=== mac_vector_unit ===
Figure 1. Track usage over the die (mac_vector_unit).
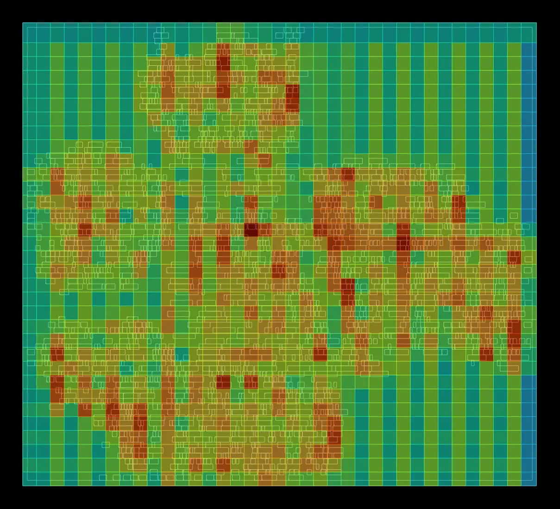

### src/rtl/mac_vector_unit.sv
// mac_vector_unit: multi-lane dot-product engine with a two-stage MAC pipeline and a saturated, held result
module mac_vector_unit #(
  parameter int DATA_WIDTH   = 8,
  parameter int LANES        = 4,
  parameter int ACCUM_WIDTH  = 32,
  parameter int OUTPUT_WIDTH = 16,
  parameter int SIGNED_MODE  = 1,
  parameter int LEN_WIDTH    = 8
) (
  input  logic                          clk,
  input  logic                          rst_n,
  input  logic                          start,
  input  logic [LEN_WIDTH-1:0]          vec_len,
  input  logic                          in_valid,
  output logic                          in_ready,
  input  logic [LANES*DATA_WIDTH-1:0]   input_data,
  input  logic [LANES*DATA_WIDTH-1:0]   weight,
  output logic                          out_valid,
  input  logic                          out_ready,
  output logic [OUTPUT_WIDTH-1:0]       result,
  output logic                          overflow,
  output logic                          busy
);
  typedef enum logic [1:0] {IDLE, ACCUM, DRAIN, OUTPUT} state_t;
  state_t state;
  logic [LEN_WIDTH-1:0] len, cnt;
  logic v1, v2, sticky, accept, carry, ovf, fits;
  logic [ACCUM_WIDTH-1:0] acc, sum, acc_next, hi_s;
  logic [OUTPUT_WIDTH-1:0] sat;
  logic [2*DATA_WIDTH-1:0] prod [LANES];

  function automatic logic [2*DATA_WIDTH-1:0] mul(input logic [DATA_WIDTH-1:0] a, input logic [DATA_WIDTH-1:0] b);
    logic signed [2*DATA_WIDTH-1:0] ax, bx;
    ax = SIGNED_MODE != 0 ? {{DATA_WIDTH{a[DATA_WIDTH-1]}}, a} : {{DATA_WIDTH{1'b0}}, a};
    bx = SIGNED_MODE != 0 ? {{DATA_WIDTH{b[DATA_WIDTH-1]}}, b} : {{DATA_WIDTH{1'b0}}, b};
    return ax * bx;
  endfunction

  assign accept    = in_valid && in_ready;
  assign in_ready  = state == ACCUM && cnt < len;
  assign out_valid = state == OUTPUT;
  assign busy      = state != IDLE;

  always_ff @(posedge clk)
    if (accept)
      for (int i = 0; i < LANES; i++)
        prod[i] <= mul(input_data[i*DATA_WIDTH +: DATA_WIDTH], weight[i*DATA_WIDTH +: DATA_WIDTH]);

  // fits: accumulator already lies inside the output range, so no clamping is needed
  always_comb begin
    sum = '0;
    for (int i = 0; i < LANES; i++)
      sum = sum + (SIGNED_MODE != 0 ? ACCUM_WIDTH'($signed(prod[i])) : ACCUM_WIDTH'(prod[i]));
    {carry, acc_next} = {1'b0, acc} + {1'b0, sum};
    ovf = SIGNED_MODE != 0 ? (acc[ACCUM_WIDTH-1] == sum[ACCUM_WIDTH-1] && acc_next[ACCUM_WIDTH-1] != acc[ACCUM_WIDTH-1]) : carry;
    hi_s = $signed(acc) >>> (OUTPUT_WIDTH-1);
    fits = SIGNED_MODE != 0 ? (hi_s == '0 || &hi_s) : (acc >> OUTPUT_WIDTH) == '0;
    sat = fits ? acc[OUTPUT_WIDTH-1:0] :
          SIGNED_MODE != 0 ? {acc[ACCUM_WIDTH-1], {(OUTPUT_WIDTH-1){~acc[ACCUM_WIDTH-1]}}} : '1;
  end

  always_ff @(posedge clk or negedge rst_n)
    if (!rst_n) begin
      state    <= IDLE;
      len      <= '0;
      cnt      <= '0;
      v1       <= 1'b0;
      v2       <= 1'b0;
      acc      <= '0;
      sticky   <= 1'b0;
      result   <= '0;
      overflow <= 1'b0;
    end else begin
      v1 <= accept;
      v2 <= v1;
      if (v1) begin
        acc    <= acc_next;
        sticky <= sticky | ovf;
      end
      if (accept) cnt <= cnt + LEN_WIDTH'(1);
      case (state)
        IDLE: if (start) begin
          len      <= vec_len;
          cnt      <= '0;
          acc      <= '0;
          sticky   <= 1'b0;
          result   <= '0;
          overflow <= 1'b0;
          state    <= vec_len == '0 ? OUTPUT : ACCUM;
        end
        ACCUM: if (accept && cnt + LEN_WIDTH'(1) == len) state <= DRAIN;
        DRAIN: if (!v1 && !v2) begin
          result   <= sat;
          overflow <= sticky | !fits;
          state    <= OUTPUT;
        end
        OUTPUT: if (out_ready) state <= IDLE;
      endcase
    end
endmodule

### config.mk
export PLATFORM = sky130hd
export DESIGN_NAME = mac_vector_unit
export DESIGN_NICKNAME = d
export VERILOG_FILES = /design/src/rtl/mac_vector_unit.sv
export SDC_FILE = /design/constraint.sdc
export NUM_CORES = 1
export LEC_CHECK = 0
export CORE_ASPECT_RATIO = 0.9
export CORE_MARGIN = 2
export CORE_UTILIZATION = 32
export DETAILED_ROUTE_END_ITERATION = 8
export SYNTH_ARGS = -nofsm -noshare
export SYNTH_HDL_FRONTEND = slang
export SYNTH_SLANG_ARGS = --single-unit
export TNS_END_PERCENT = 30
### constraint.sdc
create_clock -name clk -period 8.6 [get_ports clk]
set_clock_uncertainty 0.2 [all_clocks]
set_input_delay 1.72 -clock clk [delete_from_list [all_inputs] [get_ports clk]]
set_output_delay 1.72 -clock clk [all_outputs]
set_load 0.1 [all_outputs]
=== cern_io_pad_ctrl_flat ===
==> src/rtl/cern_io_pkg.sv <==
// cern_io_pkg -- shared types and constants for the CERN IO pad controller.
// Contents:
//   tx_state_t / rx_state_t : TX and RX state machine encodings
//   FRAME_BITS               : bits per line frame (start + 8 data + stop)
//   CLK_DIV_DEF / TURN_CYC_DEF : default bit period and bus-turnaround length
//   cnt_t / last_count()     : phase counter type and terminal-count helper
package cern_io_pkg;

  localparam int FRAME_BITS   = 10;
  localparam int CLK_DIV_DEF  = 4;
  localparam int TURN_CYC_DEF = 2;

  typedef logic [15:0] cnt_t;

  typedef enum logic [2:0] {
    TX_IDLE  = 3'd0,
    TX_PRE   = 3'd1,
    TX_START = 3'd2,
    TX_DATA  = 3'd3,
    TX_STOP  = 3'd4,
    TX_POST  = 3'd5
  } tx_state_t;

  typedef enum logic [1:0] {
    RX_IDLE  = 2'd0,
    RX_START = 2'd1,
    RX_DATA  = 2'd2,
    RX_STOP  = 2'd3
  } rx_state_t;

  // Terminal value of a phase counter that runs for n cycles starting at 0.
  function automatic cnt_t last_count(input int n);
    return cnt_t'(n - 1);
  endfunction

endpackage

==> src/rtl/cern_io_pad_ctrl_if.sv <==
// cern_io_pad_ctrl_if -- byte-level user interface of the pad controller.
// Signals:
//   tx_data  [7:0] byte to transmit          tx_valid  transmit request
//   tx_ready       byte can be accepted      rx_data   last received byte
//   rx_valid       one-cycle received pulse  rx_err    one-cycle framing error pulse
// Modports: master = user logic, slave = pad controller.
interface cern_io_pad_ctrl_if;
  import cern_io_pkg::*;

  logic [7:0] tx_data;
  logic       tx_valid;
  logic       tx_ready;
  logic [7:0] rx_data;
  logic       rx_valid;
  logic       rx_err;

  modport master (
    output tx_data, tx_valid,
    input  tx_ready, rx_data, rx_valid, rx_err
  );

  modport slave (
    input  tx_data, tx_valid,
    output tx_ready, rx_data, rx_valid, rx_err
  );

endinterface

==> src/rtl/cern_io_sync2.sv <==
// cern_io_sync2 -- two-flop synchronizer for one asynchronous input bit.
// Ports:
//   clk   : clock (rising edge)
//   rst_b : synchronous active-low reset, both flops load RST_VAL
//   d     : asynchronous input
//   q     : synchronized output
module cern_io_sync2 #(
  parameter logic RST_VAL = 1'b1
) (
  input  logic clk,
  input  logic rst_b,
  input  logic d,
  output logic q
);

  logic meta;

  // Two-stage capture of the asynchronous input.
  always_ff @(posedge clk) begin
    if (!rst_b) begin
      meta <= RST_VAL;
      q    <= RST_VAL;
    end else begin
      meta <= d;
      q    <= meta;
    end
  end

endmodule

==> src/rtl/cern_io_pad_ctrl.sv <==
// cern_io_pad_ctrl -- half-duplex single-wire serial controller for a bidirectional IO pad.
// Line: idle high, start 0, 8 data bits LSB first, stop 1, CLK_DIV cycles per bit.
// TX wraps each frame in TURN_CYC driven-high cycles before and TURN_CYC released
// cycles after. RX works on the synchronized pad input and is held idle while TX runs.
// Ports:
//   CLK, RST_B       : clock, synchronous active-low reset
//   bus (slave)      : tx_data/tx_valid/tx_ready, rx_data/rx_valid/rx_err
//   cfg_ds, cfg_pull_en, cfg_pull_up : pad configuration requests
//   PAD_Z            : asynchronous pad receiver output
//   PAD_A, PAD_OUT_EN, PAD_DS, PAD_PEN, PAD_UD_B : registered pad controls
module cern_io_pad_ctrl
  import cern_io_pkg::*;
#(
  parameter int CLK_DIV  = CLK_DIV_DEF,
  parameter int TURN_CYC = TURN_CYC_DEF
) (
  input  logic                 CLK,
  input  logic                 RST_B,
  cern_io_pad_ctrl_if.slave    bus,
  input  logic                 cfg_ds,
  input  logic                 cfg_pull_en,
  input  logic                 cfg_pull_up,
  input  logic                 PAD_Z,
  output logic                 PAD_A,
  output logic                 PAD_OUT_EN,
  output logic                 PAD_DS,
  output logic                 PAD_PEN,
  output logic                 PAD_UD_B
);

  localparam cnt_t       DIV_LAST      = last_count(CLK_DIV);
  localparam cnt_t       HALF_LAST     = last_count(CLK_DIV / 2);
  localparam cnt_t       TURN_LAST     = last_count(TURN_CYC);
  localparam logic [2:0] LAST_DATA_BIT = 3'(FRAME_BITS - 3);

  logic       pad_sync;
  logic       ready_en;
  logic       tx_ready_s;
  logic       tx_fire;

  tx_state_t  tx_state, tx_state_n;
  cnt_t       tx_cnt, tx_cnt_n;
  logic [2:0] tx_bit, tx_bit_n;
  logic [7:0] tx_shift, tx_shift_n;
  logic       pad_a_n, pad_oe_n;

  rx_state_t  rx_state, rx_state_n;
  cnt_t       rx_cnt, rx_cnt_n;
  logic [2:0] rx_bit, rx_bit_n;
  logic [7:0] rx_shift, rx_shift_n;
  logic       err_wait, err_wait_n;
  logic [7:0] rx_data_r, rx_data_n;
  logic       rx_valid_r, rx_valid_n;
  logic       rx_err_r, rx_err_n;

  cern_io_sync2 #(.RST_VAL(1'b1)) u_pad_sync (
    .clk   (CLK),
    .rst_b (RST_B),
    .d     (PAD_Z),
    .q     (pad_sync)
  );

  // ready_en keeps tx_ready low during reset even though the FSMs already sit in IDLE.
  assign tx_ready_s   = ready_en && (tx_state == TX_IDLE) && (rx_state == RX_IDLE) && pad_sync;
  assign tx_fire      = bus.tx_valid && tx_ready_s;
  assign bus.tx_ready = tx_ready_s;
  assign bus.rx_data  = rx_data_r;
  assign bus.rx_valid = rx_valid_r;
  assign bus.rx_err   = rx_err_r;

  // TX next-state: phase sequencing, bit counting and data shifting.
  always_comb begin
    tx_state_n = tx_state;
    tx_cnt_n   = tx_cnt + 16'd1;
    tx_bit_n   = tx_bit;
    tx_shift_n = tx_shift;
    case (tx_state)
      TX_IDLE: begin
        tx_cnt_n = 16'd0;
        if (tx_fire) begin
          tx_state_n = TX_PRE;
          tx_shift_n = bus.tx_data;
          tx_bit_n   = 3'd0;
        end else begin
          tx_state_n = TX_IDLE;
        end
      end
      TX_PRE: begin
        if (tx_cnt == TURN_LAST) begin
          tx_state_n = TX_START;
          tx_cnt_n   = 16'd0;
        end else begin
          tx_state_n = TX_PRE;
        end
      end
      TX_START: begin
        if (tx_cnt == DIV_LAST) begin
          tx_state_n = TX_DATA;
          tx_cnt_n   = 16'd0;
          tx_bit_n   = 3'd0;
        end else begin
          tx_state_n = TX_START;
        end
      end
      TX_DATA: begin
        if (tx_cnt == DIV_LAST) begin
          tx_cnt_n   = 16'd0;
          tx_shift_n = {1'b0, tx_shift[7:1]};
          if (tx_bit == LAST_DATA_BIT) begin
            tx_state_n = TX_STOP;
          end else begin
            tx_bit_n = tx_bit + 3'd1;
          end
        end else begin
          tx_state_n = TX_DATA;
        end
      end
      TX_STOP: begin
        if (tx_cnt == DIV_LAST) begin
          tx_state_n = TX_POST;
          tx_cnt_n   = 16'd0;
        end else begin
          tx_state_n = TX_STOP;
        end
      end
      TX_POST: begin
        if (tx_cnt == TURN_LAST) begin
          tx_state_n = TX_IDLE;
          tx_cnt_n   = 16'd0;
        end else begin
          tx_state_n = TX_POST;
        end
      end
      default: begin
        tx_state_n = TX_IDLE;
        tx_cnt_n   = 16'd0;
      end
    endcase
  end

  // Pad drive decoded from the TX next state so the registered pad pins line up with the phase.
  always_comb begin
    pad_a_n  = 1'b1;
    pad_oe_n = 1'b0;
    case (tx_state_n)
      TX_PRE, TX_STOP: begin
        pad_a_n  = 1'b1;
        pad_oe_n = 1'b1;
      end
      TX_START: begin
        pad_a_n  = 1'b0;
        pad_oe_n = 1'b1;
      end
      TX_DATA: begin
        pad_a_n  = tx_shift_n[0];
        pad_oe_n = 1'b1;
      end
      default: begin
        pad_a_n  = 1'b1;
        pad_oe_n = 1'b0;
      end
    endcase
  end

  // RX next-state: start qualification, mid-bit sampling, stop check and error recovery.
  always_comb begin
    rx_state_n = rx_state;
    rx_cnt_n   = rx_cnt + 16'd1;
    rx_bit_n   = rx_bit;
    rx_shift_n = rx_shift;
    err_wait_n = err_wait;
    rx_data_n  = rx_data_r;
    rx_valid_n = 1'b0;
    rx_err_n   = 1'b0;
    if (tx_state != TX_IDLE) begin
      // Our own frame echoes back on PAD_Z; keep the receiver parked.
      rx_state_n = RX_IDLE;
      rx_cnt_n   = 16'd0;
      err_wait_n = 1'b0;
    end else begin
      case (rx_state)
        RX_IDLE: begin
          rx_cnt_n = 16'd0;
          if (!pad_sync) begin
            rx_state_n = RX_START;
          end else begin
            rx_state_n = RX_IDLE;
          end
        end
        RX_START: begin
          if (rx_cnt == HALF_LAST) begin
            rx_cnt_n = 16'd0;
            if (pad_sync) begin
              rx_state_n = RX_IDLE;
            end else begin
              rx_state_n = RX_DATA;
              rx_bit_n   = 3'd0;
            end
          end else begin
            rx_state_n = RX_START;
          end
        end
        RX_DATA: begin
          if (rx_cnt == DIV_LAST) begin
            rx_cnt_n   = 16'd0;
            rx_shift_n = {pad_sync, rx_shift[7:1]};
            if (rx_bit == LAST_DATA_BIT) begin
              rx_state_n = RX_STOP;
            end else begin
              rx_bit_n = rx_bit + 3'd1;
            end
          end else begin
            rx_state_n = RX_DATA;
          end
        end
        RX_STOP: begin
          if (err_wait) begin
            // Broken frame: stay out of IDLE until the line is high again,
            // otherwise the low level would be taken as a new start bit.
            rx_cnt_n = 16'd0;
            if (pad_sync) begin
              rx_state_n = RX_IDLE;
              err_wait_n = 1'b0;
            end else begin
              rx_state_n = RX_STOP;
            end
          end else if (rx_cnt == DIV_LAST) begin
            rx_cnt_n = 16'd0;
            if (pad_sync) begin
              rx_state_n = RX_IDLE;
              rx_valid_n = 1'b1;
              rx_data_n  = rx_shift;
            end else begin
              rx_err_n   = 1'b1;
              err_wait_n = 1'b1;
            end
          end else begin
            rx_state_n = RX_STOP;
          end
        end
        default: begin
          rx_state_n = RX_IDLE;
          rx_cnt_n   = 16'd0;
          err_wait_n = 1'b0;
        end
      endcase
    end
  end

  // State, datapath and registered pad/user outputs.
  always_ff @(posedge CLK) begin
    if (!RST_B) begin
      ready_en   <= 1'b0;
      tx_state   <= TX_IDLE;
      tx_cnt     <= 16'd0;
      tx_bit     <= 3'd0;
      tx_shift   <= 8'd0;
      rx_state   <= RX_IDLE;
      rx_cnt     <= 16'd0;
      rx_bit     <= 3'd0;
      rx_shift   <= 8'd0;
      err_wait   <= 1'b0;
      rx_data_r  <= 8'd0;
      rx_valid_r <= 1'b0;
      rx_err_r   <= 1'b0;
      PAD_A      <= 1'b1;
      PAD_OUT_EN <= 1'b0;
      PAD_PEN    <= 1'b0;
      PAD_UD_B   <= 1'b1;
      PAD_DS     <= 1'b0;
    end else begin
      ready_en   <= 1'b1;
      tx_state   <= tx_state_n;
      tx_cnt     <= tx_cnt_n;
      tx_bit     <= tx_bit_n;
      tx_shift   <= tx_shift_n;
      rx_state   <= rx_state_n;
      rx_cnt     <= rx_cnt_n;
      rx_bit     <= rx_bit_n;
      rx_shift   <= rx_shift_n;
      err_wait   <= err_wait_n;
      rx_data_r  <= rx_data_n;
      rx_valid_r <= rx_valid_n;
      rx_err_r   <= rx_err_n;
      PAD_A      <= pad_a_n;
      PAD_OUT_EN <= pad_oe_n;
      PAD_PEN    <= cfg_pull_en & ~pad_oe_n;
      PAD_UD_B   <= cfg_pull_up;
      PAD_DS     <= cfg_ds;
    end
  end

endmodule

==> src/flat_wrapper.sv <==
// flat-port wrapper written by rule: the top's interface ports become plain ports
module cern_io_pad_ctrl_flat import cern_io_pkg::*;
#(
  parameter int CLK_DIV  = CLK_DIV_DEF,
  parameter int TURN_CYC = TURN_CYC_DEF
)
  (CLK, RST_B, cfg_ds, cfg_pull_en, cfg_pull_up, PAD_Z, PAD_A, PAD_OUT_EN, PAD_DS, PAD_PEN, PAD_UD_B, bus_tx_data, bus_tx_valid, bus_tx_ready, bus_rx_data, bus_rx_valid, bus_rx_err);
  cern_io_pad_ctrl_if bus_i ();
  input  logic CLK;
  input  logic RST_B;
  input  logic cfg_ds;
  input  logic cfg_pull_en;
  input  logic cfg_pull_up;
  input  logic PAD_Z;
  output logic PAD_A;
  output logic PAD_OUT_EN;
  output logic PAD_DS;
  output logic PAD_PEN;
  output logic PAD_UD_B;
  input wire logic [$bits(bus_i.tx_data)-1:0] bus_tx_data;
  input wire logic [$bits(bus_i.tx_valid)-1:0] bus_tx_valid;
  output wire logic [$bits(bus_i.tx_ready)-1:0] bus_tx_ready;
  output wire logic [$bits(bus_i.rx_data)-1:0] bus_rx_data;
  output wire logic [$bits(bus_i.rx_valid)-1:0] bus_rx_valid;
  output wire logic [$bits(bus_i.rx_err)-1:0] bus_rx_err;
  assign bus_i.tx_data = bus_tx_data;
  assign bus_i.tx_valid = bus_tx_valid;
  assign bus_tx_ready = bus_i.tx_ready;
  assign bus_rx_data = bus_i.rx_data;
  assign bus_rx_valid = bus_i.rx_valid;
  assign bus_rx_err = bus_i.rx_err;
  cern_io_pad_ctrl #(.CLK_DIV(CLK_DIV), .TURN_CYC(TURN_CYC)) u_core (.CLK(CLK), .RST_B(RST_B), .bus(bus_i), .cfg_ds(cfg_ds), .cfg_pull_en(cfg_pull_en), .cfg_pull_up(cfg_pull_up), .PAD_Z(PAD_Z), .PAD_A(PAD_A), .PAD_OUT_EN(PAD_OUT_EN), .PAD_DS(PAD_DS), .PAD_PEN(PAD_PEN), .PAD_UD_B(PAD_UD_B));
endmodule
==> config.mk <==
export PLATFORM = sky130hd
export DESIGN_NAME = cern_io_pad_ctrl_flat
export DESIGN_NICKNAME = d
export VERILOG_FILES = /design/src/rtl/cern_io_pkg.sv /design/src/rtl/cern_io_pad_ctrl_if.sv /design/src/rtl/cern_io_sync2.sv /design/src/rtl/cern_io_pad_ctrl.sv /design/src/flat_wrapper.sv
export SDC_FILE = /design/constraint.sdc
export NUM_CORES = 1
export LEC_CHECK = 0
export CAP_MARGIN = 20
export CORE_MARGIN = 2
export CORE_UTILIZATION = 45
export CTS_CLUSTER_SIZE = 20
export DETAILED_ROUTE_END_ITERATION = 8
export GPL_TIMING_DRIVEN = 0
export PLACE_DENSITY_LB_ADDON = 0.2
export SYNTH_ARGS = -nofsm -noshare
export SYNTH_HDL_FRONTEND = slang
export SYNTH_SLANG_ARGS = --single-unit
==> constraint.sdc <==
create_clock -name CLK -period 4.4 [get_ports CLK]
set_clock_uncertainty 0.2 [all_clocks]
set_input_delay 0.88 -clock CLK [delete_from_list [all_inputs] [get_ports CLK]]
set_output_delay 0.88 -clock CLK [all_outputs]
set_load 0.01 [all_outputs]
=== handle_leak_tracker ===
--- config.mk ---
export PLATFORM = sky130hd
export DESIGN_NAME = handle_leak_tracker
export DESIGN_NICKNAME = d
export VERILOG_FILES = /design/src/rtl/leak_tracker_pkg.sv /design/src/rtl/leak_priority_encoder.sv /design/src/rtl/handle_leak_tracker.sv
export SDC_FILE = /design/constraint.sdc
export NUM_CORES = 1
export LEC_CHECK = 0
export CAP_MARGIN = 20
export CORE_MARGIN = 4
export CORE_UTILIZATION = 49
export DETAILED_ROUTE_END_ITERATION = 12
export PLACE_DENSITY = 0.71
export SKIP_CTS_REPAIR_TIMING = 1
export SLEW_MARGIN = 20
export SYNTH_ARGS = -nofsm -noshare
export SYNTH_HDL_FRONTEND = slang
export SYNTH_HIERARCHICAL = 1
export SYNTH_SLANG_ARGS = --single-unit
--- constraint.sdc ---
create_clock -name clk -period 6.4 [get_ports clk]
set_clock_uncertainty 0.05 [all_clocks]
set_input_delay 1.28 -clock clk [delete_from_list [all_inputs] [get_ports clk]]
set_output_delay 1.28 -clock clk [all_outputs]
set_load 0.02 [all_outputs]
--- src/rtl/leak_tracker_pkg.sv ---
// rtl/leak_tracker_pkg.sv - shared audit state type and default parameters for the handle leak tracker
package leak_tracker_pkg;

   localparam int DEF_NUM_HANDLES = 8;
   localparam int DEF_AGE_W       = 8;
   localparam int DEF_LEAK_LIMIT  = 200;

   typedef enum logic [1:0] {
      AUDIT_IDLE = 2'd0,
      AUDIT_SCAN = 2'd1,
      AUDIT_DONE = 2'd2
   } audit_state_t;

endpackage

--- src/rtl/leak_priority_encoder.sv ---
// rtl/leak_priority_encoder.sv - lowest-set-bit finder used to pick the next free handle slot
module leak_priority_encoder #(
   parameter int N     = 8,
   parameter int IDX_W = 3
) (
   input  logic [N-1:0]     req,
   output logic [IDX_W-1:0] idx,
   output logic             found
);

   // scan from the top down so the lowest set bit is the last one written
   always_comb begin
      idx   = '0;
      found = 1'b0;
      for (int i = N - 1; i >= 0; i--) begin
         if (req[i]) begin
            idx   = IDX_W'(i);
            found = 1'b1;
         end
      end
   end

endmodule

--- src/rtl/handle_leak_tracker.sv ---
// rtl/handle_leak_tracker.sv - handle pool allocator with per-handle aging, leak flags and audit sweep
module handle_leak_tracker
   import leak_tracker_pkg::*;
#(
   parameter int NUM_HANDLES = DEF_NUM_HANDLES,
   parameter int AGE_W       = DEF_AGE_W,
   parameter int LEAK_LIMIT  = DEF_LEAK_LIMIT,
   localparam int ID_W       = $clog2(NUM_HANDLES)
) (
   input  logic                   clk,
   input  logic                   rst,
   input  logic                   alloc_req,
   output logic                   alloc_gnt,
   output logic                   alloc_fail,
   output logic [ID_W-1:0]        alloc_id,
   input  logic                   free_req,
   input  logic [ID_W-1:0]        free_id,
   output logic                   free_err,
   output logic [ID_W:0]          live_count,
   output logic [ID_W:0]          peak_count,
   output logic [NUM_HANDLES-1:0] leak_mask,
   output logic                   leak_event,
   input  logic                   audit_req,
   output logic                   audit_valid,
   output logic [ID_W-1:0]        audit_id,
   output logic                   audit_done,
   output logic                   audit_busy
);

   localparam logic [AGE_W-1:0] AGE_MAX   = '1;
   localparam logic [AGE_W-1:0] LEAK_AGE  = AGE_W'(LEAK_LIMIT);

   logic [NUM_HANDLES-1:0] live;
   logic [NUM_HANDLES-1:0] live_nxt;
   logic [NUM_HANDLES-1:0] leak_nxt;
   logic [NUM_HANDLES-1:0] set_mask;
   logic [NUM_HANDLES-1:0] grant_oh;
   logic [NUM_HANDLES-1:0] free_oh;
   logic [AGE_W-1:0]       age     [NUM_HANDLES];
   logic [AGE_W-1:0]       age_nxt [NUM_HANDLES];
   logic [ID_W-1:0]        free_idx;
   logic                   free_found;
   logic                   free_ok;
   logic                   grant;
   logic [ID_W:0]          count_nxt;
   logic [ID_W-1:0]        scan_idx;
   audit_state_t           state;
   audit_state_t           state_nxt;

   leak_priority_encoder #(
      .N     (NUM_HANDLES),
      .IDX_W (ID_W)
   ) u_free_enc (
      .req   (~live),
      .idx   (free_idx),
      .found (free_found)
   );

   // alloc and free both judged against pre-cycle live state, so a slot freed now cannot be granted now
   always_comb begin
      free_ok  = 1'b0;
      grant_oh = '0;
      free_oh  = '0;
      if (free_req && (int'(free_id) < NUM_HANDLES)) begin
         free_ok = live[free_id];
      end
      grant = alloc_req && free_found;
      if (grant) begin
         grant_oh[free_idx] = 1'b1;
      end
      if (free_ok) begin
         free_oh[free_id] = 1'b1;
      end
      live_nxt  = (live | grant_oh) & ~free_oh;
      count_nxt = '0;
      for (int i = 0; i < NUM_HANDLES; i++) begin
         count_nxt = count_nxt + (ID_W + 1)'(live_nxt[i]);
      end
   end

   // ages run only on slots that stay live; crossing the limit raises a leak flag exactly once
   always_comb begin
      set_mask = '0;
      for (int i = 0; i < NUM_HANDLES; i++) begin
         if (!live[i] || grant_oh[i] || free_oh[i]) begin
            age_nxt[i] = '0;
         end else begin
            age_nxt[i] = (age[i] == AGE_MAX) ? age[i] : age[i] + 1'b1;
            set_mask[i] = (age_nxt[i] >= LEAK_AGE) && !leak_mask[i];
         end
      end
      leak_nxt = (leak_mask & ~(grant_oh | free_oh)) | set_mask;
   end

   // audit sweep sequencing: one id per cycle, then a single DONE cycle
   always_comb begin
      state_nxt = state;
      case (state)
         AUDIT_IDLE: if (audit_req) state_nxt = AUDIT_SCAN;
         AUDIT_SCAN: if (int'(scan_idx) == NUM_HANDLES - 1) state_nxt = AUDIT_DONE;
         AUDIT_DONE: state_nxt = AUDIT_IDLE;
         default:    state_nxt = AUDIT_IDLE;
      endcase
   end

   // pool state, ages, counters and allocation/free responses
   always_ff @(posedge clk) begin
      if (rst) begin
         live       <= '0;
         leak_mask  <= '0;
         leak_event <= 1'b0;
         alloc_gnt  <= 1'b0;
         alloc_fail <= 1'b0;
         alloc_id   <= '0;
         free_err   <= 1'b0;
         live_count <= '0;
         peak_count <= '0;
         for (int i = 0; i < NUM_HANDLES; i++) begin
            age[i] <= '0;
         end
      end else begin
         live       <= live_nxt;
         leak_mask  <= leak_nxt;
         leak_event <= |set_mask;
         alloc_gnt  <= grant;
         alloc_fail <= alloc_req && !free_found;
         free_err   <= free_req && !free_ok;
         live_count <= count_nxt;
         if (grant) begin
            alloc_id <= free_idx;
         end
         if (count_nxt > peak_count) begin
            peak_count <= count_nxt;
         end
         for (int i = 0; i < NUM_HANDLES; i++) begin
            age[i] <= age_nxt[i];
         end
      end
   end

   // audit FSM and its registered report outputs
   always_ff @(posedge clk) begin
      if (rst) begin
         state       <= AUDIT_IDLE;
         scan_idx    <= '0;
         audit_valid <= 1'b0;
         audit_id    <= '0;
         audit_done  <= 1'b0;
         audit_busy  <= 1'b0;
      end else begin
         state       <= state_nxt;
         audit_busy  <= (state_nxt != AUDIT_IDLE);
         audit_done  <= (state_nxt == AUDIT_DONE);
         audit_valid <= (state == AUDIT_SCAN) && live[scan_idx];
         if (state == AUDIT_SCAN) begin
            audit_id <= scan_idx;
            scan_idx <= scan_idx + 1'b1;
         end else begin
            scan_idx <= '0;
         end
      end
   end

endmodule

=== mem_port_arbiter ===
`config.mk`:
```
export PLATFORM = sky130hd
export DESIGN_NAME = mem_port_arbiter
export DESIGN_NICKNAME = d
export VERILOG_FILES = /design/src/rtl/mem_port_arbiter.sv
export SDC_FILE = /design/constraint.sdc
export NUM_CORES = 1
export LEC_CHECK = 0
export ABC_AREA = 0
export CAP_MARGIN = 20
export CORE_ASPECT_RATIO = 0.6
export CORE_MARGIN = 8
export CORE_UTILIZATION = 42
export CTS_CLUSTER_DIAMETER = 60
export DETAILED_ROUTE_END_ITERATION = 12
export PLACE_DENSITY = 0.91
export SLEW_MARGIN = 20
export SYNTH_ARGS = -nofsm -noshare
export SYNTH_HDL_FRONTEND = slang
export SYNTH_SLANG_ARGS = --single-unit
```
`constraint.sdc`:
```
create_clock -name clk -period 5 [get_ports clk]
set_clock_uncertainty 0.1 [all_clocks]
set_input_delay 1 -clock clk [delete_from_list [all_inputs] [get_ports clk]]
set_output_delay 1 -clock clk [all_outputs]
set_load 0.1 [all_outputs]
```
`src/rtl/mem_port_arbiter.sv`:
```
// Two-requester memory port arbiter: data access over fetch, with a
// bounded run of consecutive data grants, one transaction in flight.
module mem_port_arbiter #(
    parameter int unsigned MAX_DATA_RUN = 4
) (
    input  logic        clk,
    input  logic        rst_n,
    input  logic        if_req,
    input  logic [31:0] if_addr,
    output logic        if_gnt,
    output logic        if_rvalid,
    output logic [31:0] if_rdata,
    input  logic        d_req,
    input  logic        d_we,
    input  logic [31:0] d_addr,
    input  logic [31:0] d_wdata,
    input  logic [3:0]  d_wstrb,
    output logic        d_gnt,
    output logic        d_rvalid,
    output logic [31:0] d_rdata,
    output logic        mem_req,
    output logic        mem_we,
    output logic [31:0] mem_addr,
    output logic [31:0] mem_wdata,
    output logic [3:0]  mem_wstrb,
    input  logic        mem_gnt,
    input  logic        mem_rvalid,
    input  logic [31:0] mem_rdata,
    output logic        arb_busy,
    output logic        arb_owner
);

    typedef enum logic [1:0] {
        S_IDLE,
        S_REQ,
        S_WAIT
    } state_t;

    localparam logic [3:0] RUN_MAX = 4'(MAX_DATA_RUN);

    state_t      r_state;
    state_t      w_next;
    logic [3:0]  r_run;
    logic        r_we;
    logic [31:0] r_addr;
    logic [31:0] r_wdata;
    logic [3:0]  r_wstrb;
    logic        r_owner;
    logic        r_if_rvalid;
    logic        r_d_rvalid;
    logic [31:0] r_rdata;
    logic        w_if_win;
    logic        w_d_win;
    logic        w_capture;

    always_comb begin
        w_next    = r_state;
        w_if_win  = 1'b0;
        w_d_win   = 1'b0;
        w_capture = 1'b0;
        unique case (r_state)
            S_IDLE: begin
                // rst_n gating keeps grants quiet while reset is held
                if (rst_n) begin
                    if (d_req && if_req && (r_run == RUN_MAX)) begin
                        w_if_win = 1'b1;
                    end else if (d_req) begin
                        w_d_win = 1'b1;
                    end else if (if_req) begin
                        w_if_win = 1'b1;
                    end
                end
                if (w_if_win || w_d_win) begin
                    w_next = S_REQ;
                end
            end
            S_REQ: begin
                if (mem_gnt && mem_rvalid) begin
                    w_capture = 1'b1;
                    w_next    = S_IDLE;
                end else if (mem_gnt) begin
                    w_next = S_WAIT;
                end
            end
            S_WAIT: begin
                if (mem_rvalid) begin
                    w_capture = 1'b1;
                    w_next    = S_IDLE;
                end
            end
            default: w_next = S_IDLE;
        endcase
    end

    always_ff @(posedge clk or negedge rst_n) begin
        if (!rst_n) begin
            r_state <= S_IDLE;
        end else begin
            r_state <= w_next;
        end
    end

    always_ff @(posedge clk or negedge rst_n) begin
        if (!rst_n) begin
            r_we    <= 1'b0;
            r_addr  <= 32'd0;
            r_wdata <= 32'd0;
            r_wstrb <= 4'd0;
            r_owner <= 1'b0;
        end else if (w_d_win) begin
            r_we    <= d_we;
            r_addr  <= d_addr;
            r_wdata <= d_wdata;
            r_wstrb <= d_we ? d_wstrb : 4'd0;
            r_owner <= 1'b1;
        end else if (w_if_win) begin
            r_we    <= 1'b0;
            r_addr  <= if_addr;
            r_wdata <= 32'd0;
            r_wstrb <= 4'd0;
            r_owner <= 1'b0;
        end
    end

    // Run only counts data grants that made a waiting fetch wait longer
    always_ff @(posedge clk or negedge rst_n) begin
        if (!rst_n) begin
            r_run <= 4'd0;
        end else if (w_if_win) begin
            r_run <= 4'd0;
        end else if (w_d_win) begin
            if (!if_req) begin
                r_run <= 4'd0;
            end else if (r_run != RUN_MAX) begin
                r_run <= r_run + 4'd1;
            end
        end
    end

    always_ff @(posedge clk or negedge rst_n) begin
        if (!rst_n) begin
            r_if_rvalid <= 1'b0;
            r_d_rvalid  <= 1'b0;
            r_rdata     <= 32'd0;
        end else begin
            r_if_rvalid <= w_capture && !r_owner;
            r_d_rvalid  <= w_capture && r_owner;
            if (w_capture) begin
                r_rdata <= mem_rdata;
            end
        end
    end

    assign if_gnt    = w_if_win;
    assign d_gnt     = w_d_win;
    assign if_rvalid = r_if_rvalid;
    assign d_rvalid  = r_d_rvalid;
    assign if_rdata  = r_rdata;
    assign d_rdata   = r_rdata;
    assign mem_req   = (r_state == S_REQ);
    assign mem_we    = r_we;
    assign mem_addr  = r_addr;
    assign mem_wdata = r_wdata;
    assign mem_wstrb = r_wstrb;
    assign arb_busy  = (r_state != S_IDLE);
    assign arb_owner = r_owner;

endmodule

```

==> gallery <==
Track usage over the die.
image #1
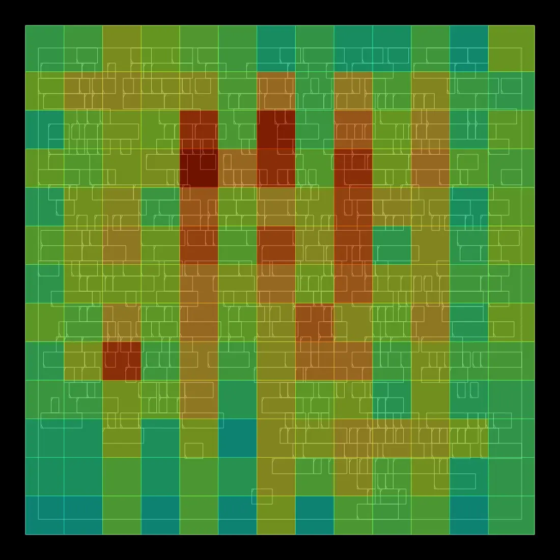
image #2
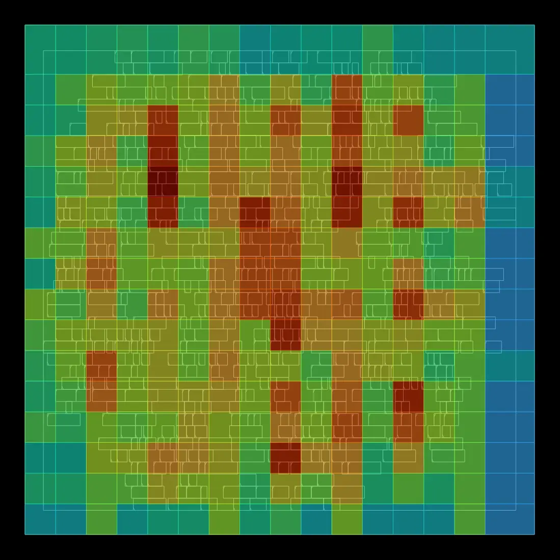
image #3
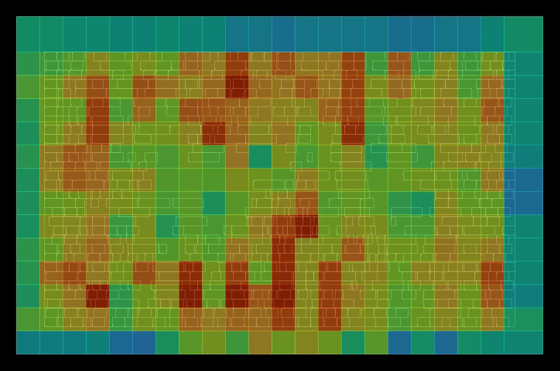
| from | picture |
|---|---|
| handle_leak_tracker | image #2 |
| cern_io_pad_ctrl_flat | image #1 |
| mem_port_arbiter | image #3 |
The one with the most wire per cell is image #3.

Figure 2. Cells colored by class (cern_io_pad_ctrl_flat).
The bar under the picture is 20 µm long.
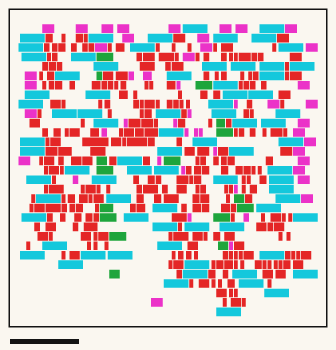
Key: other buffers and delay cells = magenta [cells 49, share of their area 9.8%]; combinational and other logic = red [cells 296, share of their area 45%]; flops = cyan [cells 78, share of their area 40%]; clock drivers and dummy loads = green [cells 16, share of their area 4.7%]

Figure 3. Nets reached from selected ports (cern_io_pad_ctrl_flat).
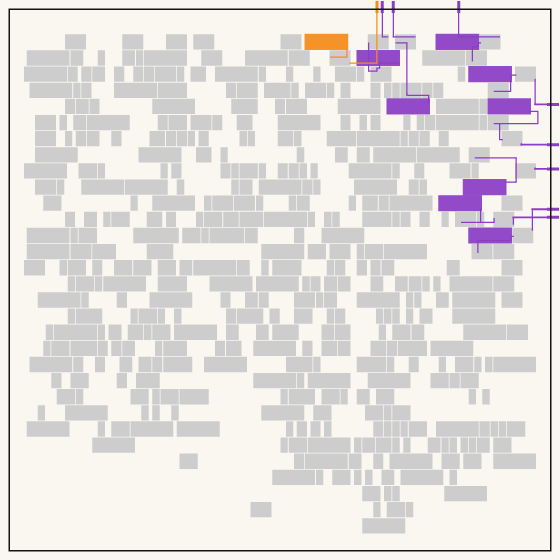
Key: `PAD_PEN` = orange [bits 1, direction output, edge top, end cells 1, wire 17.7 µm]; `bus_rx_data` = purple [bits 8, direction output, edge 5 right, 3 top, end cells 8, wire 132 µm]

==> flow_summary.toml, cern_io_pad_ctrl_flat <==
# generated from flow reports
[route]
wire_per_inst_um = 12.52
wl_met1_um = 3411
routed_wl_um = 6735
dr.pass1.iters = 4
num_vias = 2837

[final_layout]
design.seq.count = 78
comb_cells = 289
nNonClkInverters = 7
layout_top_cell = "dfxtp_1"
comb_area_um2 = 1743
clkbuf_count = 9

[clocking]
clk_pin_slew_ns = 0.09
clock_latency_ns = 0.35
cts_buffers = 9

[logic_synthesis]
ys_cells = 393
ys_sh_adder = 0.02935
edf_count = 0
avgSynthCellArea_um2 = 8.679
ys_sh_xor = 0.07447
ys_seq_frac = 0.4578
synthArstFlopShare = 0
synth.top_cell.area_share = 0.4578
synth_cell_types = 50

[grt]
grt_max_degree = 16
grt_use_met1 = 0.2390

[status]
status = "finished clean"

[floorplan]
die_w_um = 91.06
initCoreUtil = 0.4677

[final_timing]
period_needed_ns = 3.397

[run]
cap_violations = 0

[worst_setup_path]
worst_setup_path_start_kind = "flop"

[hold_path]
holdPathEnd = "u_core.u_pad_sync.q"
[cern_io_pad_ctrl_flat: critical path, stage by stage, from the launching register on]
cell and delay [ns]:
dfxtp_1 0.31, clkbuf_1 0.22, nor3_1 0.61, nand2_1 0.15
nor2_1 0.13, clkdlybuf4s50_1 0.54
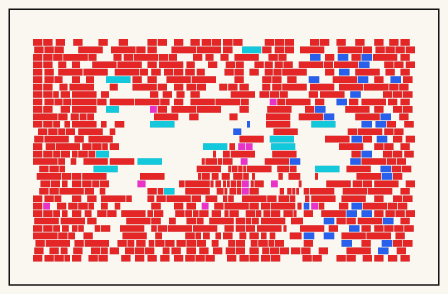
Figure 4: mem_port_arbiter, drive-strength map.
Key: _3 and _4 cells = magenta [cells 12, most used buf_4]; _2 cells = blue [cells 36, most used mux2_2]; _0 and _1 cells = red [cells 570, most used clkdlybuf4s50_1]; _6 and larger = cyan [cells 13, most used clkbuf_16]
bufs w/o clock: 285
Area growth syn-to-layout: 58.83%
Setup WS post-layout: 1.088 ns

Figure 5. Cells colored by class (mem_port_arbiter).
The bar under the picture is 50 µm long.
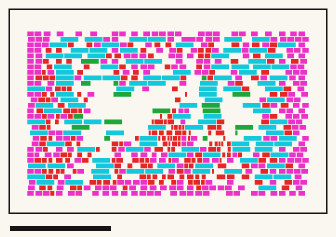
Key: flops = cyan [cells 110, share of their area 36%]; clock drivers and dummy loads = green [cells 16, share of their area 3.7%]; combinational and other logic = red [cells 220, share of their area 23%]; other buffers and delay cells = magenta [cells 285, share of their area 37%]
final core occ: 0.6916
post-route cell area: 7891 µm²

==> flow_summary.toml, mem_port_arbiter <==
# generated from flow reports
[clocking]
ctsHoldBuffers = 0
cts_tree = "built"
post_cts.repair.setup_buffers = 0
cts-resized-gates = 0

[floorplan]
row_count = 30
core_um2 = 11410
die-area_um2 = 15680
initCoreUtil = 0.4354

[logic_synthesis]
synthesis.nets = 536
synthMuxAreaShare = 0.07479
ys_sh_xor = 0
yosys.area.top_type = "dfrtp_1"
yosysWarnings = 0
ys_sh_simple = 0.1166
ys_seq_frac = 0.5540
synthTopCellsByArea = "dfrtp_1 55%, mux2_2 7.5%, a311o_1 6.4%"
synthTopLogicFamily = "AND-OR/OR-AND gates"
yosys.area_share.aoi = 0.1503
ys_top_cells_by_count = "110 x dfrtp_1, 34 x and2_1, 33 x a22o_1, 33 x mux2_2"
edf_count = 0
synth.top_cell.area_share = 0.5540
synth_cells = 391
netlist_area_um2 = 4969

[placement]
post-place-ws_ns = 1.108
place_inst = 775
gp_congestion = 0.7457
dp_hpwl_um = 12490

[grt]
busiest_layer = "met2"
grt_overflow = 0
met2_usage = 0.3554
grt_max_degree = 82
grt_pass1_vias = 4552
use_met3 = 0.09095

[final_timing]
min_period_over_period = 0.7825
slew_headroom = 0.3070
setup_viol = 0
clock.fmax_ghz = 0.2556
rsz0062_at_grt = "no"
worst_pin_slew_ns = 1.036
period_needed_ns = 3.912

[worst_setup_path]
cp-end-kind = "primary output"
cpLargestDelayFamily = "buffers and inverters"
required_ns = 3.90
cp-endpoint = "d_gnt"
rr_endpoint = "mem_wdata[14]"
rr_startpoint = "r_state[0]"
worst_setup_path_start_kind = "input pin"
cp.arrival_ns = 2.81
reg2reg_slack_ns = 2.73

[final_layout]
lay_top_cells = "275 x clkdlybuf4s50_1, 110 x dfrtp_1, 34 x and2_1"
nets = 771
drive_gt1_frac = 0.09667

[route]
dr_wl_met2_um = 8129
dr.first_iter.drc_count = 140
drc = 0
highest_layer = "met4"
wl_met3_um = 1725

[hold_path]
min_path_cells = 1

[status]
status = "finished clean"

[run]
tool_warnings = 30
[mem_port_arbiter: registers in the layout, indices dropped and copies added (netlist names)]
name,count
arb_owner,1
d_rdata,32
d_rvalid,1
if_rvalid,1
mem_addr,32
mem_wdata,32
mem_we,1
mem_wstrb,4
r_run,4
r_state,2
[mem_port_arbiter: area by class of cell]
cell class / instances / area [µm²]
clock inverter: 4 / 31.28
clock buffer: 12 / 256.5
inverter: 8 / 30.03
timing repair buffer: 285 / 2844
tap: 160 / 200.2
multi-input combinational: 212 / 1777
sequential: 110 / 2753
fill: 822 / 3520
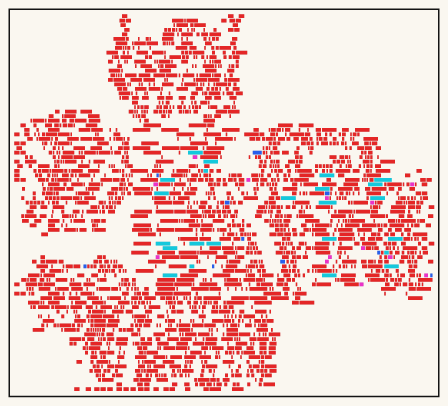
Figure 6: mac_vector_unit, drive-strength map.
Key: _0 and _1 cells = red [cells 2,012, most used inv_1]; _3 and _4 cells = magenta [cells 13, most used buf_4]; _2 cells = blue [cells 10, most used or2_2]; _6 and larger = cyan [cells 23, most used clkbuf_16]

Figure 7. Routed metal per tile (mac_vector_unit).
The bar under the picture is 100 µm long. The die is cut into 26 by 23 equal tiles; dark purple is low, yellow is high, scaled to the fullest tile. Values are wire area over tile area, all layers added.
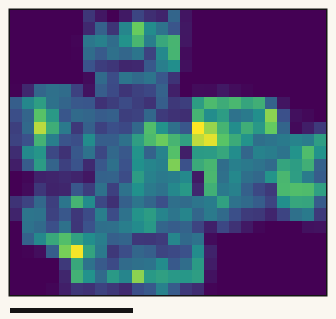
31% of the tiles are nearly empty. 16% of the tiles are over half the peak. The fullest tile reaches 0.41. The emptiest ninth of the die: upper right. The mean over all tiles is 0.10.
drt total wl: 38,410 µm
routed via count: 13,020

About Figure 1:
met2 Use GR: 0.2387
wire per inst: 13.60 µm
final core occ: 0.3651
global-route usage over all layers: 0.1377
busiest grt layer: met2

==> flow_summary.toml, mac_vector_unit <==
# generated from flow reports
[final_layout]
design.seq.count = 134
comb_area_um2 = 12980
nets = 2554
fin_cells = 2823
finalInstanceArea_um2 = 20740
n_all_buffers = 102

[worst_setup_path]
max_stage_delay_ns = 0.55

[logic_synthesis]
edf_count = 64
ys_area_um2 = 18290

[clocking]
ctsHoldBuffers = 0
clock_latency_ns = 0.43

[status]
status = "finished clean"

[route]
wl_met1_um = 18310
antenna_left = 0

[final_timing]
period_needed_ns = 6.821

[floorplan]
core_um2 = 56810
die_w_um = 256.0
mac_vector_unit: worst max-delay path by stage:
stage	endpoint	slack (ns)	startpoint	depth (start not counted)
after floorplan	acc[31]	2.30	prod[2][2]	21
final	acc[31]	1.78	prod[2][1]	25
after detailed placement	prod[1][14]	1.59	input_data[15]	19
after CTS	acc[31]	1.79	prod[2][1]	25
after global placement	prod[0][14]	1.75	input_data[7]	19
after global routing	acc[31]	1.48	prod[2][1]	25
Figure 8. Cells colored by class (handle_leak_tracker).
The bar under the picture is 20 µm long.
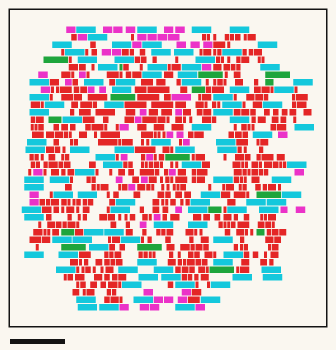
Key: combinational and other logic = red [cells 509, share of their area 53%]; flops = cyan [cells 106, share of their area 34%]; other buffers and delay cells = magenta [cells 57, share of their area 8.4%]; clock drivers and dummy loads = green [cells 16, share of their area 4.8%]
final core occ: 0.5905
sequential cell area share: 0.3272
post-route cell area: 6485 µm²
row count: 38
Core ar.: 10,980 µm²

==> flow_summary.toml, handle_leak_tracker <==
# generated from flow reports
[floorplan]
ios = 37
die_y_um = 114.6
die-area_um2 = 13130

[grt]
grt_max_degree = 47
met2_usage = 0.3186
busiest_layer = "met2"
use_met3 = 0.05497
grt_pass1_wl_um = 20290
grt_use_met1 = 0.2272
antenna_found_initial = 0

[logic_synthesis]
ys_sh_adder = 0.05258
synth_cell_types = 70
synth_cells = 642
synthArstFlopShare = 0
synth.top_cell.area_share = 0.3811
ys_cells = 642
synthMuxAreaShare = 0.06989
ys_top_cells_by_count = "106 x dfxtp_1, 93 x nor2_1, 37 x nand2_1"

[worst_setup_path]
cp_slowest_cell = "mux4_2"
cp_num_buf_inv = 3
crit_top_cell = "fa_1"

[route]
dr_wl_met2_um = 5791
antenna_left = 0
vias_per_cell = 5.728
wl_met1_um = 5328

[placement]
gp_congestion = 0.8505

[final_layout]
comb_share = 0.5038
clockNetworkAreaShare = 0.04650
largest_reg_flops = 64
comb_area_um2 = 3267
drive_gt1_frac = 0.08721

[status]
status = "finished clean"

[clocking]
clk_pin_slew_ns = 0.07
clock_sinks = 106

[final_timing]
setup_tns_ns = 0
min_period_over_period = 0.9569
-- handle_leak_tracker: path summary, 6_finish.rpt --
| kind | to | slack (ns) | cells past startpoint | startpoint |
|---|---|---|---|---|
| hold reg to reg | audit_busy | 0.38 | 1 | state[1] |
| setup reg to reg | peak_count[3] | 0.62 | 21 | live[5] |
| hold / removal | audit_busy | 0.38 | 1 | state[1] |
| setup / recovery | peak_count[3] | 0.28 | 19 | free_id[1] |


==> screenshots <==
Nets reached from selected ports.
(a)
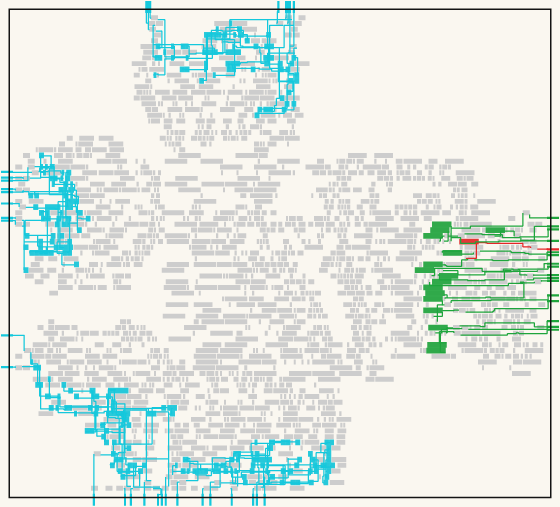
(b)
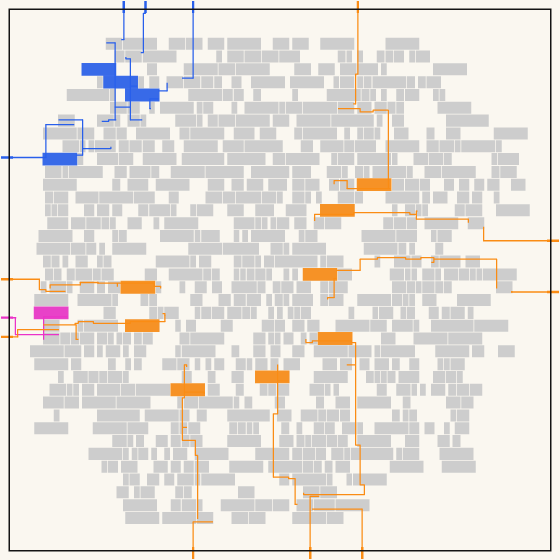
(c)
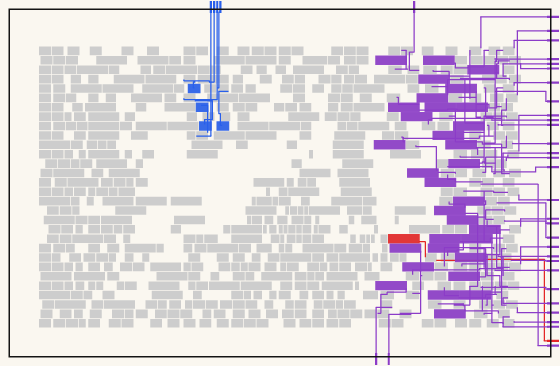
mac_vector_unit: (a)
handle_leak_tracker: (b)
mem_port_arbiter: (c)
The one with the most cells is (a).


==> layout pictures side by side <==
Routed metal per tile.
panel A
The bar under the picture is 20 µm long. The die is cut into 23 by 23 equal tiles; dark purple is low, yellow is high, scaled to the fullest tile. Values are wire area over tile area, all layers added.
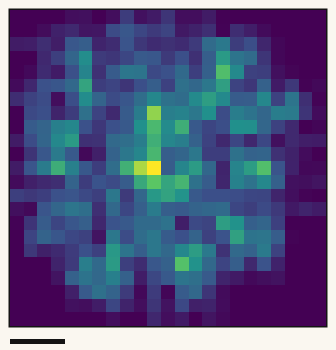
panel B
The bar under the picture is 50 µm long. The die is cut into 31 by 20 equal tiles; dark purple is low, yellow is high, scaled to the fullest tile. Values are wire area over tile area, all layers added.
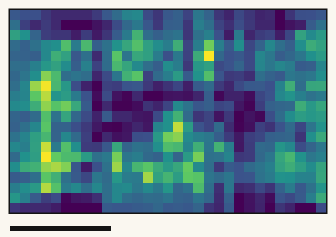
panel C
The bar under the picture is 20 µm long. The die is cut into 18 by 18 equal tiles; dark purple is low, yellow is high, scaled to the fullest tile. Values are wire area over tile area, all layers added.
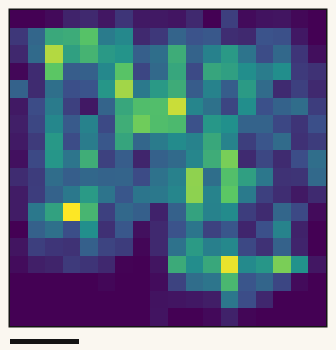
| picture | from |
|---|---|
| panel C | cern_io_pad_ctrl_flat |
| panel B | mem_port_arbiter |
| panel A | handle_leak_tracker |
The one with the largest die is panel B.
The one with the smallest die is panel C.

